==================== multicycle_ctrl
**src/rtl/multicycle_ctrl.sv**
```systemverilog
// Multicycle MIPS-subset control unit.
// Moore FSM: IF/ID/EX/WB/MA/MEM/LW/BR with memory handshake.
module multicycle_ctrl (
  input  logic       CLK,
  input  logic       Reset,
  input  logic [5:0] OP,
  input  logic [5:0] func,
  input  logic       Zero,
  input  logic       Overflow,
  input  logic       MemReady,
  output logic       PCWr,
  output logic       IRWr,
  output logic       RegWr,
  output logic       MemRd,
  output logic       MemWr,
  output logic       ALUsrc,
  output logic       RegDst,
  output logic       MemtoReg,
  output logic       ExtOp,
  output logic       InstrDone,
  output logic       Illegal,
  output logic [2:0] ALUctr,
  output logic [1:0] PCsrc,
  output logic [2:0] state
);

  typedef enum logic [2:0] {
    S_IF  = 3'd0,
    S_ID  = 3'd1,
    S_EX  = 3'd2,
    S_WB  = 3'd3,
    S_MA  = 3'd4,
    S_MEM = 3'd5,
    S_LW  = 3'd6,
    S_BR  = 3'd7
  } state_t;

  localparam logic [5:0] OP_R    = 6'b000000;
  localparam logic [5:0] OP_ADDI = 6'b001000;
  localparam logic [5:0] OP_ORI  = 6'b001101;
  localparam logic [5:0] OP_LW   = 6'b100011;
  localparam logic [5:0] OP_SW   = 6'b101011;
  localparam logic [5:0] OP_BEQ  = 6'b000100;
  localparam logic [5:0] OP_J    = 6'b000010;

  localparam logic [5:0] F_ADD = 6'b100000;
  localparam logic [5:0] F_SUB = 6'b100010;
  localparam logic [5:0] F_AND = 6'b100100;
  localparam logic [5:0] F_OR  = 6'b100101;
  localparam logic [5:0] F_SLT = 6'b101010;

  localparam logic [2:0] ALU_ADD = 3'b000;
  localparam logic [2:0] ALU_SUB = 3'b001;
  localparam logic [2:0] ALU_AND = 3'b010;
  localparam logic [2:0] ALU_OR  = 3'b011;
  localparam logic [2:0] ALU_SLT = 3'b100;

  state_t r_state;
  state_t w_next;

  logic       w_f_add;
  logic       w_f_sub;
  logic       w_f_and;
  logic       w_f_or;
  logic       w_f_slt;
  logic       w_rtype;
  logic       w_addi;
  logic       w_ori;
  logic       w_lw;
  logic       w_sw;
  logic       w_beq;
  logic       w_j;
  logic       w_ovf_chk;
  logic       w_ex_alusrc;
  logic       w_ex_extop;
  logic [2:0] w_ex_aluctr;

  // Instruction decode from opcode and function field.
  always_comb begin
    w_f_add   = (func == F_ADD);
    w_f_sub   = (func == F_SUB);
    w_f_and   = (func == F_AND);
    w_f_or    = (func == F_OR);
    w_f_slt   = (func == F_SLT);
    w_rtype   = (OP == OP_R) &&
                (w_f_add || w_f_sub || w_f_and ||
                 w_f_or  || w_f_slt);
    w_addi    = (OP == OP_ADDI);
    w_ori     = (OP == OP_ORI);
    w_lw      = (OP == OP_LW);
    w_sw      = (OP == OP_SW);
    w_beq     = (OP == OP_BEQ);
    w_j       = (OP == OP_J);
    w_ovf_chk = w_addi ||
                (w_rtype && (w_f_add || w_f_sub));
  end

  // ALU controls shared by the execute and writeback states.
  always_comb begin
    w_ex_alusrc = 1'b0;
    w_ex_extop  = 1'b0;
    w_ex_aluctr = ALU_ADD;
    if (w_rtype) begin
      unique case (1'b1)
        w_f_sub: w_ex_aluctr = ALU_SUB;
        w_f_and: w_ex_aluctr = ALU_AND;
        w_f_or:  w_ex_aluctr = ALU_OR;
        w_f_slt: w_ex_aluctr = ALU_SLT;
        default: w_ex_aluctr = ALU_ADD;
      endcase
    end else if (w_addi) begin
      w_ex_alusrc = 1'b1;
      w_ex_extop  = 1'b1;
      w_ex_aluctr = ALU_ADD;
    end else if (w_ori) begin
      w_ex_alusrc = 1'b1;
      w_ex_extop  = 1'b0;
      w_ex_aluctr = ALU_OR;
    end
  end

  // State register with synchronous reset to fetch.
  always_ff @(posedge CLK) begin
    if (Reset) r_state <= S_IF;
    else       r_state <= w_next;
  end

  // Next-state and output decode; reset masks all strobes.
  always_comb begin
    w_next    = S_IF;
    PCWr      = 1'b0;
    IRWr      = 1'b0;
    RegWr     = 1'b0;
    MemRd     = 1'b0;
    MemWr     = 1'b0;
    ALUsrc    = 1'b0;
    RegDst    = 1'b0;
    MemtoReg  = 1'b0;
    ExtOp     = 1'b0;
    InstrDone = 1'b0;
    Illegal   = 1'b0;
    ALUctr    = ALU_ADD;
    PCsrc     = 2'b00;
    unique case (r_state)
      S_IF: begin
        PCWr   = 1'b1;
        IRWr   = 1'b1;
        w_next = S_ID;
      end
      S_ID: begin
        if (w_j) begin
          PCWr      = 1'b1;
          PCsrc     = 2'b10;
          InstrDone = 1'b1;
          w_next    = S_IF;
        end else if (w_beq) begin
          w_next = S_BR;
        end else if (w_rtype || w_addi || w_ori) begin
          w_next = S_EX;
        end else if (w_lw || w_sw) begin
          w_next = S_MA;
        end else begin
          Illegal   = 1'b1;
          InstrDone = 1'b1;
          w_next    = S_IF;
        end
      end
      S_EX: begin
        ALUsrc = w_ex_alusrc;
        ExtOp  = w_ex_extop;
        ALUctr = w_ex_aluctr;
        w_next = S_WB;
      end
      S_WB: begin
        ALUsrc    = w_ex_alusrc;
        ExtOp     = w_ex_extop;
        ALUctr    = w_ex_aluctr;
        RegDst    = w_rtype;
        RegWr     = !(Overflow && w_ovf_chk);
        InstrDone = 1'b1;
        w_next    = S_IF;
      end
      S_MA: begin
        ALUsrc = 1'b1;
        ExtOp  = 1'b1;
        w_next = S_MEM;
      end
      S_MEM: begin
        ALUsrc = 1'b1;
        ExtOp  = 1'b1;
        MemRd  = w_lw;
        MemWr  = w_sw;
        if (!(w_lw || w_sw)) begin
          w_next = S_IF;
        end else if (!MemReady) begin
          w_next = S_MEM;
        end else if (w_lw) begin
          w_next = S_LW;
        end else begin
          InstrDone = 1'b1;
          w_next    = S_IF;
        end
      end
      S_LW: begin
        ALUsrc    = 1'b1;
        ExtOp     = 1'b1;
        RegWr     = 1'b1;
        MemtoReg  = 1'b1;
        InstrDone = 1'b1;
        w_next    = S_IF;
      end
      S_BR: begin
        ALUctr    = ALU_SUB;
        PCWr      = Zero;
        PCsrc     = 2'b01;
        InstrDone = 1'b1;
        w_next    = S_IF;
      end
      default: w_next = S_IF;
    endcase
    if (Reset) begin
      PCWr      = 1'b0;
      IRWr      = 1'b0;
      RegWr     = 1'b0;
      MemRd     = 1'b0;
      MemWr     = 1'b0;
      InstrDone = 1'b0;
      Illegal   = 1'b0;
      w_next    = S_IF;
    end
  end

  assign state = r_state;

endmodule

```
**config.mk**
```make
export PLATFORM = sky130hd
export DESIGN_NAME = multicycle_ctrl
export DESIGN_NICKNAME = d
export VERILOG_FILES = /design/src/rtl/multicycle_ctrl.sv
export SDC_FILE = /design/constraint.sdc
export NUM_CORES = 1
export LEC_CHECK = 0
export ABC_AREA = 1
export CAP_MARGIN = 25
export CORE_AREA = 2 2 43 45
export CTS_BUF_LIST = sky130_fd_sc_hd__clkbuf_4 sky130_fd_sc_hd__clkbuf_8 sky130_fd_sc_hd__clkbuf_16
export DETAILED_ROUTE_END_ITERATION = 16
export DIE_AREA = 0 0 45 47
export PLACE_DENSITY = 0.79
export SYNTH_ARGS = -nofsm -noshare
export SYNTH_HDL_FRONTEND = slang
export SYNTH_SLANG_ARGS = --single-unit
export TNS_END_PERCENT = 50
```
**constraint.sdc**
```tcl
create_clock -name CLK -period 4.05 [get_ports CLK]
set_clock_uncertainty 0.2 [all_clocks]
set_input_delay 0.6075 -clock CLK [delete_from_list [all_inputs] [get_ports CLK]]
set_output_delay 0.6075 -clock CLK [all_outputs]
set_load 0.02 [all_outputs]
```
==================== alu_control_mc
`config.mk`:
```
export PLATFORM = sky130hd
export DESIGN_NAME = alu_control_mc
export DESIGN_NICKNAME = d
export VERILOG_FILES = /design/src/rtl/alu_ctrl_pkg.sv /design/src/rtl/alu_mc_sequencer.sv /design/src/rtl/alu_control_mc.sv
export SDC_FILE = /design/constraint.sdc
export NUM_CORES = 1
export LEC_CHECK = 0
export ABC_AREA = 1
export CORE_UTILIZATION = 41
export DETAILED_ROUTE_END_ITERATION = 10
export PLACE_DENSITY = 0.75
export SYNTH_ARGS = -nofsm -noshare
export SYNTH_HDL_FRONTEND = slang
export SYNTH_SLANG_ARGS = --single-unit
```
`constraint.sdc`:
```
create_clock -name clk -period 1.55 [get_ports clk]
set_clock_uncertainty 0.1 [all_clocks]
set_input_delay 0.31 -clock clk [delete_from_list [all_inputs] [get_ports clk]]
set_output_delay 0.31 -clock clk [all_outputs]
set_load 0.02 [all_outputs]
```
`src/rtl/alu_ctrl_pkg.sv`:
```
// Shared codes for the ALU control block: ALU operation codes, ALUOp classes,
// R-type funct values and the multi-cycle sequencer state encoding.
package alu_ctrl_pkg;

    localparam logic [3:0] OP_AND = 4'b0000;
    localparam logic [3:0] OP_OR  = 4'b0001;
    localparam logic [3:0] OP_NOR = 4'b0010;
    localparam logic [3:0] OP_ADD = 4'b0011;
    localparam logic [3:0] OP_SUB = 4'b0100;
    localparam logic [3:0] OP_LUI = 4'b0101;
    localparam logic [3:0] OP_JAL = 4'b0110;
    localparam logic [3:0] OP_SLL = 4'b0111;
    localparam logic [3:0] OP_SRL = 4'b1000;
    localparam logic [3:0] OP_SLT = 4'b1001;
    localparam logic [3:0] OP_NOP = 4'b1111;

    localparam logic [2:0] ALUOP_ADD   = 3'b000;
    localparam logic [2:0] ALUOP_OR    = 3'b001;
    localparam logic [2:0] ALUOP_AND   = 3'b010;
    localparam logic [2:0] ALUOP_LUI   = 3'b011;
    localparam logic [2:0] ALUOP_SUB   = 3'b100;
    localparam logic [2:0] ALUOP_JAL   = 3'b101;
    localparam logic [2:0] ALUOP_SLT   = 3'b110;
    localparam logic [2:0] ALUOP_RTYPE = 3'b111;

    localparam logic [5:0] FN_SLL   = 6'h00;
    localparam logic [5:0] FN_SRL   = 6'h02;
    localparam logic [5:0] FN_JR    = 6'h08;
    localparam logic [5:0] FN_MFHI  = 6'h10;
    localparam logic [5:0] FN_MFLO  = 6'h12;
    localparam logic [5:0] FN_MULT  = 6'h18;
    localparam logic [5:0] FN_MULTU = 6'h19;
    localparam logic [5:0] FN_DIV   = 6'h1A;
    localparam logic [5:0] FN_DIVU  = 6'h1B;
    localparam logic [5:0] FN_ADD   = 6'h20;
    localparam logic [5:0] FN_SUB   = 6'h22;
    localparam logic [5:0] FN_AND   = 6'h24;
    localparam logic [5:0] FN_OR    = 6'h25;
    localparam logic [5:0] FN_NOR   = 6'h27;
    localparam logic [5:0] FN_SLT   = 6'h2A;

    localparam logic [1:0] ST_IDLE = 2'd0;
    localparam logic [1:0] ST_RUN  = 2'd1;
    localparam logic [1:0] ST_DONE = 2'd2;

endpackage

```
`src/rtl/alu_mc_sequencer.sv`:
```
// Sequences one multi-cycle MULT/DIV on the external HI/LO unit: start pulse,
// PC stall while it runs, and a one-cycle HI/LO capture strobe at the end.
module alu_mc_sequencer
    import alu_ctrl_pkg::*;
#(
    parameter int unsigned MC_LATENCY = 32
) (
    input  logic clk,
    input  logic reset,
    input  logic mc_req,
    input  logic mc_div,
    input  logic mc_signed,
    input  logic flush,
    output logic mc_start,
    output logic start_div,
    output logic start_signed,
    output logic stall,
    output logic hilo_write,
    output logic busy
);

    // RUN lasts MC_LATENCY-2 cycles; with latency 2 the start goes straight to DONE.
    localparam logic [7:0] LOAD = 8'(MC_LATENCY - 2);

    logic [1:0] state_q, state_d;
    logic [7:0] cnt_q, cnt_d;
    logic       start;

    assign start = (state_q == ST_IDLE) && mc_req && !flush;

    always_comb begin
        state_d = state_q;
        cnt_d   = cnt_q;
        case (state_q)
            ST_IDLE: begin
                if (start) begin
                    cnt_d   = LOAD;
                    state_d = (LOAD == 8'd0) ? ST_DONE : ST_RUN;
                end
            end
            ST_RUN: begin
                if (flush) begin
                    state_d = ST_IDLE;
                    cnt_d   = 8'd0;
                end else if (cnt_q <= 8'd1) begin
                    state_d = ST_DONE;
                    cnt_d   = 8'd0;
                end else begin
                    cnt_d = cnt_q - 8'd1;
                end
            end
            ST_DONE: begin
                state_d = ST_IDLE;
                cnt_d   = 8'd0;
            end
            default: begin
                state_d = ST_IDLE;
                cnt_d   = 8'd0;
            end
        endcase
    end

    always_ff @(posedge clk or posedge reset) begin
        if (reset) begin
            state_q <= ST_IDLE;
            cnt_q   <= 8'd0;
        end else begin
            state_q <= state_d;
            cnt_q   <= cnt_d;
        end
    end

    assign mc_start     = start;
    assign start_div    = start && mc_div;
    assign start_signed = start && mc_signed;
    assign stall        = start || (state_q == ST_RUN);
    assign hilo_write   = (state_q == ST_DONE) && !flush;
    assign busy         = (state_q != ST_IDLE);

endmodule

```
`src/rtl/alu_control_mc.sv`:
```
// MIPS ALU control: combinational ALUOp/funct decode plus the multi-cycle
// multiply/divide sequencer that stalls the PC while HI/LO is computed.
module alu_control_mc
    import alu_ctrl_pkg::*;
#(
    parameter int unsigned ALUOP_W    = 3,
    parameter int unsigned FUNCT_W    = 6,
    parameter int unsigned OP_W       = 4,
    parameter int unsigned MC_LATENCY = 32
) (
    input  logic               clk,
    input  logic               reset,
    input  logic [ALUOP_W-1:0] ALUOp,
    input  logic [FUNCT_W-1:0] ALUFunction,
    input  logic [4:0]         Shamt,
    input  logic               IssueValid,
    input  logic               Flush,
    output logic [OP_W-1:0]    ALUOperation,
    output logic [4:0]         ShiftAmount,
    output logic               IllegalOp,
    output logic               MCStart,
    output logic               MCDiv,
    output logic               MCSigned,
    output logic               Stall,
    output logic               HiLoWrite,
    output logic               Busy
);

    logic [2:0] aop;
    logic [5:0] fn;
    logic [3:0] op;
    logic       illegal;
    logic       is_mc;

    assign aop = 3'(ALUOp);
    assign fn  = 6'(ALUFunction);

    // Unmatched (including unknown) selectors fall to the default arm, so the
    // ALU sees NOP rather than X.
    always_comb begin
        op      = OP_NOP;
        illegal = 1'b0;
        is_mc   = 1'b0;
        case (aop)
            ALUOP_ADD: op = OP_ADD;
            ALUOP_OR:  op = OP_OR;
            ALUOP_AND: op = OP_AND;
            ALUOP_LUI: op = OP_LUI;
            ALUOP_SUB: op = OP_SUB;
            ALUOP_JAL: op = OP_JAL;
            ALUOP_SLT: op = OP_SLT;
            ALUOP_RTYPE: begin
                case (fn)
                    FN_AND:  op = OP_AND;
                    FN_OR:   op = OP_OR;
                    FN_NOR:  op = OP_NOR;
                    FN_ADD:  op = OP_ADD;
                    FN_SUB:  op = OP_SUB;
                    FN_SLT:  op = OP_SLT;
                    FN_SLL:  op = OP_SLL;
                    FN_SRL:  op = OP_SRL;
                    FN_JR, FN_MFHI, FN_MFLO: op = OP_NOP;
                    FN_MULT, FN_MULTU, FN_DIV, FN_DIVU: is_mc = 1'b1;
                    default: illegal = 1'b1;
                endcase
            end
            default: illegal = 1'b1;
        endcase
    end

    assign ALUOperation = OP_W'(op);
    assign IllegalOp    = illegal;
    assign ShiftAmount  = (op == OP_SLL || op == OP_SRL) ? Shamt : 5'd0;

    alu_mc_sequencer #(
        .MC_LATENCY(MC_LATENCY)
    ) u_seq (
        .clk         (clk),
        .reset       (reset),
        .mc_req      (IssueValid && is_mc),
        .mc_div      (fn[1]),
        .mc_signed   (!fn[0]),
        .flush       (Flush),
        .mc_start    (MCStart),
        .start_div   (MCDiv),
        .start_signed(MCSigned),
        .stall       (Stall),
        .hilo_write  (HiLoWrite),
        .busy        (Busy)
    );

endmodule

```
==================== reg_writeback_queue
### src/rtl/reg_writeback_queue.sv
// Write-back queue for the 8-bit x 16 register bank: in-order FIFO, one retire per cycle,
// and a lookup port for values still pending. Define WB_COALESCE_EN to merge same-register writes.
module reg_writeback_queue #(
  parameter int DEPTH  = 4,
  parameter int ADDR_W = 4,
  parameter int DATA_W = 8
) (
  input  logic                         clock,
  input  logic                         reset,
  input  logic                         in_valid,
  output logic                         in_ready,
  input  logic [ADDR_W-1:0]            in_reg,
  input  logic [DATA_W-1:0]            in_data,
  input  logic                         hold,
  output logic                         EscReg,
  output logic [ADDR_W-1:0]            RegEscrito,
  output logic [DATA_W-1:0]            DadoEscrito,
  input  logic [ADDR_W-1:0]            lookup_reg,
  output logic                         lookup_hit,
  output logic [DATA_W-1:0]            lookup_data,
  output logic [$clog2(DEPTH+1)-1:0]   count
);

  localparam int PTR_W = $clog2(DEPTH);
  localparam int CNT_W = $clog2(DEPTH+1);

  logic [ADDR_W-1:0] regAddr [DEPTH];
  logic [DATA_W-1:0] regData [DEPTH];
  logic [PTR_W-1:0]  headPtr;
  logic [PTR_W-1:0]  tailPtr;

  logic doPush;
  logic doPop;
  logic allocPush;

  assign in_ready = (count < CNT_W'(DEPTH));
  assign doPush   = in_valid && in_ready;
  // A push into an empty queue is never popped on the same edge: doPop looks at the old count.
  assign doPop    = (count != '0) && !hold;

`ifdef WB_COALESCE_EN
  logic              matchFound;
  logic              matchAtHead;
  logic [PTR_W-1:0]  matchIdx;
  logic              coalesce;

  // NOTE: every variable assigned in always_comb gets a default first, otherwise a latch is inferred.
  always_comb begin
    matchFound  = 1'b0;
    matchAtHead = 1'b0;
    matchIdx    = '0;
    for (int k = 0; k < DEPTH; k++) begin
      if (CNT_W'(k) < count && regAddr[headPtr + PTR_W'(k)] == in_reg) begin
        matchFound  = 1'b1;
        matchAtHead = (k == 0);
        matchIdx    = headPtr + PTR_W'(k);
      end
    end
  end

  // Merging into the head that is leaving this edge would lose the write, so allocate instead.
  assign coalesce  = doPush && matchFound && !(doPop && matchAtHead);
  assign allocPush = doPush && !coalesce;
`else
  assign allocPush = doPush;
`endif

  // NOTE: the entry storage has no reset; occupancy (count) alone decides which slots are live.
  always_ff @(posedge clock) begin
    if (allocPush) begin
      regAddr[tailPtr] <= in_reg;
      regData[tailPtr] <= in_data;
    end
`ifdef WB_COALESCE_EN
    else if (coalesce) begin
      regData[matchIdx] <= in_data;
    end
`endif
  end

  // NOTE: sequential state uses non-blocking assignments so every register samples pre-edge values.
  always_ff @(posedge clock) begin
    if (reset) begin
      headPtr     <= '0;
      tailPtr     <= '0;
      count       <= '0;
      EscReg      <= 1'b0;
      RegEscrito  <= '0;
      DadoEscrito <= '0;
    end else begin
      EscReg <= doPop;
      if (doPop) begin
        RegEscrito  <= regAddr[headPtr];
        DadoEscrito <= regData[headPtr];
        headPtr     <= headPtr + 1'b1;
      end
      if (allocPush) begin
        tailPtr <= tailPtr + 1'b1;
      end
      unique case ({allocPush, doPop})
        2'b10:   count <= count + 1'b1;
        2'b01:   count <= count - 1'b1;
        default: ;
      endcase
    end
  end

  logic              fifoHit;
  logic [DATA_W-1:0] fifoData;
  logic              stageHit;

  // Walk oldest to youngest so the youngest match is the one left standing.
  always_comb begin
    fifoHit  = 1'b0;
    fifoData = '0;
    for (int k = 0; k < DEPTH; k++) begin
      if (CNT_W'(k) < count && regAddr[headPtr + PTR_W'(k)] == lookup_reg) begin
        fifoHit  = 1'b1;
        fifoData = regData[headPtr + PTR_W'(k)];
      end
    end
  end

  assign stageHit    = EscReg && (RegEscrito == lookup_reg);
  assign lookup_hit  = fifoHit || stageHit;
  assign lookup_data = fifoHit  ? fifoData :
                       stageHit ? DadoEscrito : '0;

endmodule

### config.mk
export PLATFORM = sky130hd
export DESIGN_NAME = reg_writeback_queue
export DESIGN_NICKNAME = d
export VERILOG_FILES = /design/src/rtl/reg_writeback_queue.sv
export SDC_FILE = /design/constraint.sdc
export NUM_CORES = 1
export LEC_CHECK = 0
export CAP_MARGIN = 20
export CORE_MARGIN = 2
export CORE_UTILIZATION = 45
export CTS_CLUSTER_SIZE = 10
export DETAILED_ROUTE_END_ITERATION = 10
export DONT_BUFFER_PORTS = 1
export GPL_ROUTABILITY_DRIVEN = 1
export HOLD_SLACK_MARGIN = 0.03
export PLACE_DENSITY = 0.57
export SYNTH_ARGS = -nofsm -noshare
export SYNTH_HDL_FRONTEND = slang
export SYNTH_SLANG_ARGS = --single-unit
### constraint.sdc
create_clock -name clock -period 3 [get_ports clock]
set_input_delay 0.45 -clock clock [delete_from_list [all_inputs] [get_ports clock]]
set_output_delay 0.45 -clock clock [all_outputs]
set_load 0.05 [all_outputs]
**alu_control_mc: M2 wires**

Scale bar: 20 microns.
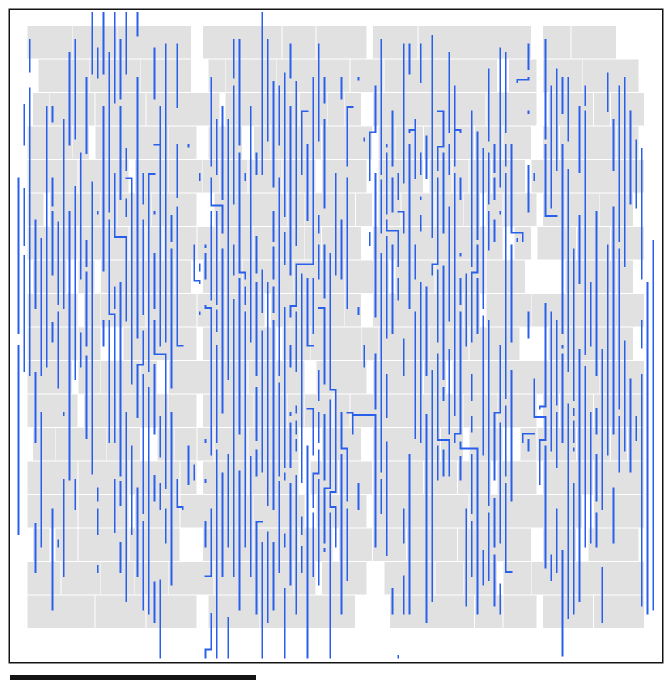
The longest straight run is 29.9 microns. 250 nets have wire on it.

==> run summary, alu_control_mc <==
Seq power - 0.314 mW
Endpoints failing setup - 26
Sw Share - 40.7%
Vias in the first global route - 1385
CTS tree - built
Root Buffer - clkbuf_4
Clock buffers - 3
Post-layout util - 93.9%
Critical Path Start Type - input port
Via Count - 1555
Nets - 266
Synth cell count leaders - 27 x nand2_1, 26 x inv_1, 18 x nor2_1, 12 x a21oi_1, 11 x nand3_1
RSZ-0062 raised after global routing - yes
P&R area growth vs syn - 117%
Die width - 52.9 microns
Failing checks - negative setup slack
Status - finished, violations left
Vias per std cell - 5.68
Worst flop-to-flop path endpoint - u_seq.cnt_q[7]
Async SR Flop Fraction - 100%
Cell count after placement - 254
Mean Syn Cell Area - 6.82 sq um
Top cell type by instance count after synthesis - nand2_1
Max reg flops - 8
Switching pwr - 0.449 mW
Total Wirelength - 5.02 mm
Synthesis Warnings - 0
Area share of buffers outside the clock network - 33.5%
Biggest Area Class - logic gates
Crit Path Category - input port to output port
Met1 WL - 1.70 mm
Comb pwr - 0.606 mW
Comb gates - 118
Worst setup margin - -0.685 ns
Boundary Pins - 34
## alu_control_mc: worst max-delay path by stage
| stage | from | to | slack, ns | depth (start not counted) |
|---|---|---|---|---|
| floorplan | ALUFunction[5] | ShiftAmount[0] | -0.29 | 9 |
| global placement | ALUFunction[3] | ShiftAmount[0] | -1.54 | 12 |
| detailed placement | ALUFunction[3] | ShiftAmount[3] | -1.60 | 10 |
| CTS | ALUFunction[5] | ShiftAmount[3] | -0.65 | 13 |
| global route | ALUFunction[4] | ShiftAmount[0] | -0.78 | 11 |
| finish | ALUFunction[1] | ShiftAmount[3] | -0.68 | 14 |
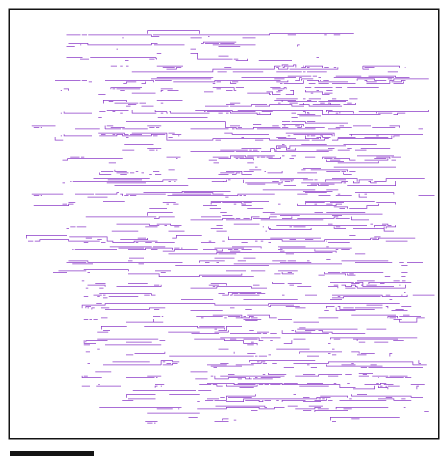
**Above:** reg_writeback_queue (met1 routing).
Scale bar: 20 microns.
The longest straight run is 31.3 microns. The wires run mostly horizontal. The layer carries 4350 microns of wire. The layer holds 43% of the routed length. 351 nets have wire on it.

==> run summary, reg_writeback_queue <==
Tool warning count - 35
Well tap count - 129
Failing checks - negative setup slack
Max Slew Vio Count - 0
Power Density - 873 nW/um^2
Final Hold Fails - 0
Comb pwr - 2.35 mW
Endpoints failing setup - 9
Top cell type by instance count after synthesis - edfxtp_1
Overall Power - 4.66 mW
Status - finished, violations left
Worst setup margin - -0.211 ns
Seq power - 1.45 mW
Top power group - combinational logic
Setup bufs post-CTS - 7
==> reg_writeback_queue: final timing paths <==
check | from | endpoint | slack, ns | cells past startpoint
worst max-delay path | headPtr[0] | lookup_data[1] | -0.21 | 11
worst max register to register | count[2] | count[2] | 0.78 | 6
worst min register to register | tailPtr[0] | tailPtr[0] | 0.59 | 2
worst min-delay path | reset | RegEscrito[2] | 0.16 | 1
==> reg_writeback_queue: routing by layer <==
metal	track usage (%)	wire, microns	vias up
li1	-	-	1319
met1	27.1	4350	1477
met2	31.4	4810	117
met3	6.84	928	10
met4	5.13	108	0
met5	0	0	-
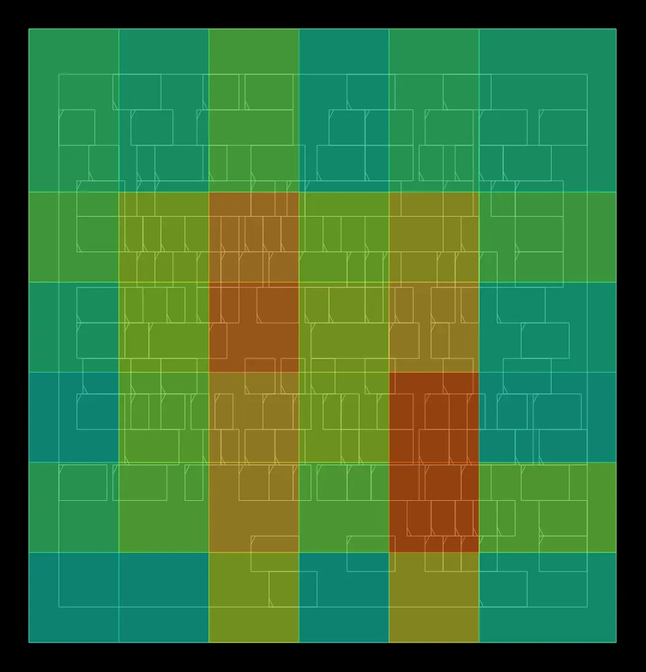
**Above:** multicycle_ctrl (congestion heat map).
post-layout util: 61.0%
GRT met1 Usage: 23.3%
GRT Overall Usage: 17.9%
GR met2 Demand/Resource: 32.6%
Avg WL per Cell: 11.1 microns

==> run summary, multicycle_ctrl <==
Max-Cap Viols - 0
Residual DRC - 0
FP Rows - 15
Synth Instances - 105
Post-synth EDFFs - 0
Share of layout cells above drive strength 1 - 19.6%
Ys flop type - dfxtp_1
Switching pwr - 0.0501 mW
Status - finished clean
Finished layout cell area - 1010 sq um
Place WS - 0.650 ns
HP Class - flop to flop
Clock-pin slew on the worst setup and hold paths - 0.04 ns
Worst flop-to-flop path endpoint - state[0]
Hold WS - 0.544 ns
RR Startpoint - state[2]
Grt total ovfl - 0
Largest net degree at the start of global routing - 9
Fmax - 294 MHz
Worst setup margin - 0.652 ns
Synth cell count leaders - 20 x nor2_1, 13 x inv_1, 12 x nand3_1, 8 x nand2_1, 7 x inv_2
Pint - 0.103 mW
Top cell type by instance count after synthesis - nor2_1
Mean Syn Cell Area - 5.80 sq um
Sw Share - 32.7%
Relative slew margins - 73.3%
Hold EP - state[0]
Non-CTS buffers - 35
RSZ-0062 raised after global routing - no
Actual slew at the worst max-slew pin - 0.400 ns
Post-synth seq share - 9.86%
Yosys aoi share - 17.0%
Adder-cell share of the synthesized area - 0%
Well tap count - 17
[multicycle_ctrl: placed cells by master (no fill, tap or decap), types with 2 or more instances in the layout]
cell type	synthesis	layout
clkdlybuf4s50_1	0	35
nor2_1	20	20
inv_1	13	13
nand3_1	12	12
nand2_1	8	8
inv_2	7	7
a21oi_1	5	5
nor2_2	4	4
nand4_1	4	4
o22ai_1	4	4
clkbuf_4	0	4
nor2_4	3	3
nor3_1	3	3
o21ai_1	3	3
dfxtp_1	3	3
nand2_2	2	2
nor3_4	2	2
nand3_2	2	2


==> notes/layouts.md <==
Pictures saved along the way, in no particular order.

Signal wires on met3.
panel A
Scale bar: 20 microns.
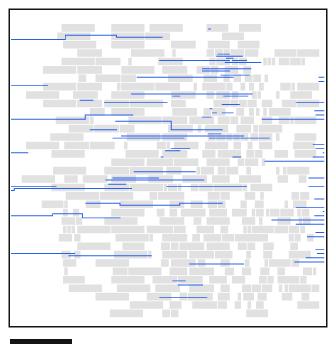
panel B
Scale bar: 10 microns.
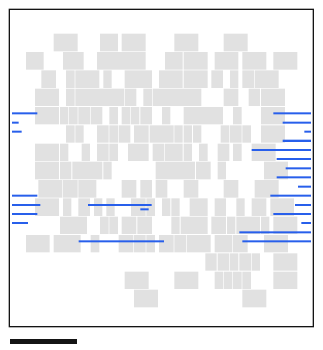
panel C
Scale bar: 20 microns.
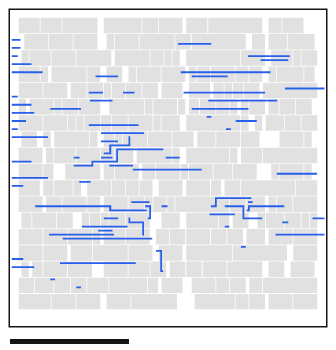
- largest die: panel A
- smallest die: panel B
reg_writeback_queue: panel A
alu_control_mc: panel C
multicycle_ctrl: panel B

Key to panel C:
49 nets have wire on it. The longest straight run is 14.7 microns. The layer holds 6.6% of the routed length. The wires run mostly horizontal.

Power figures rest on the tool's default switching activity, not on a simulated workload.
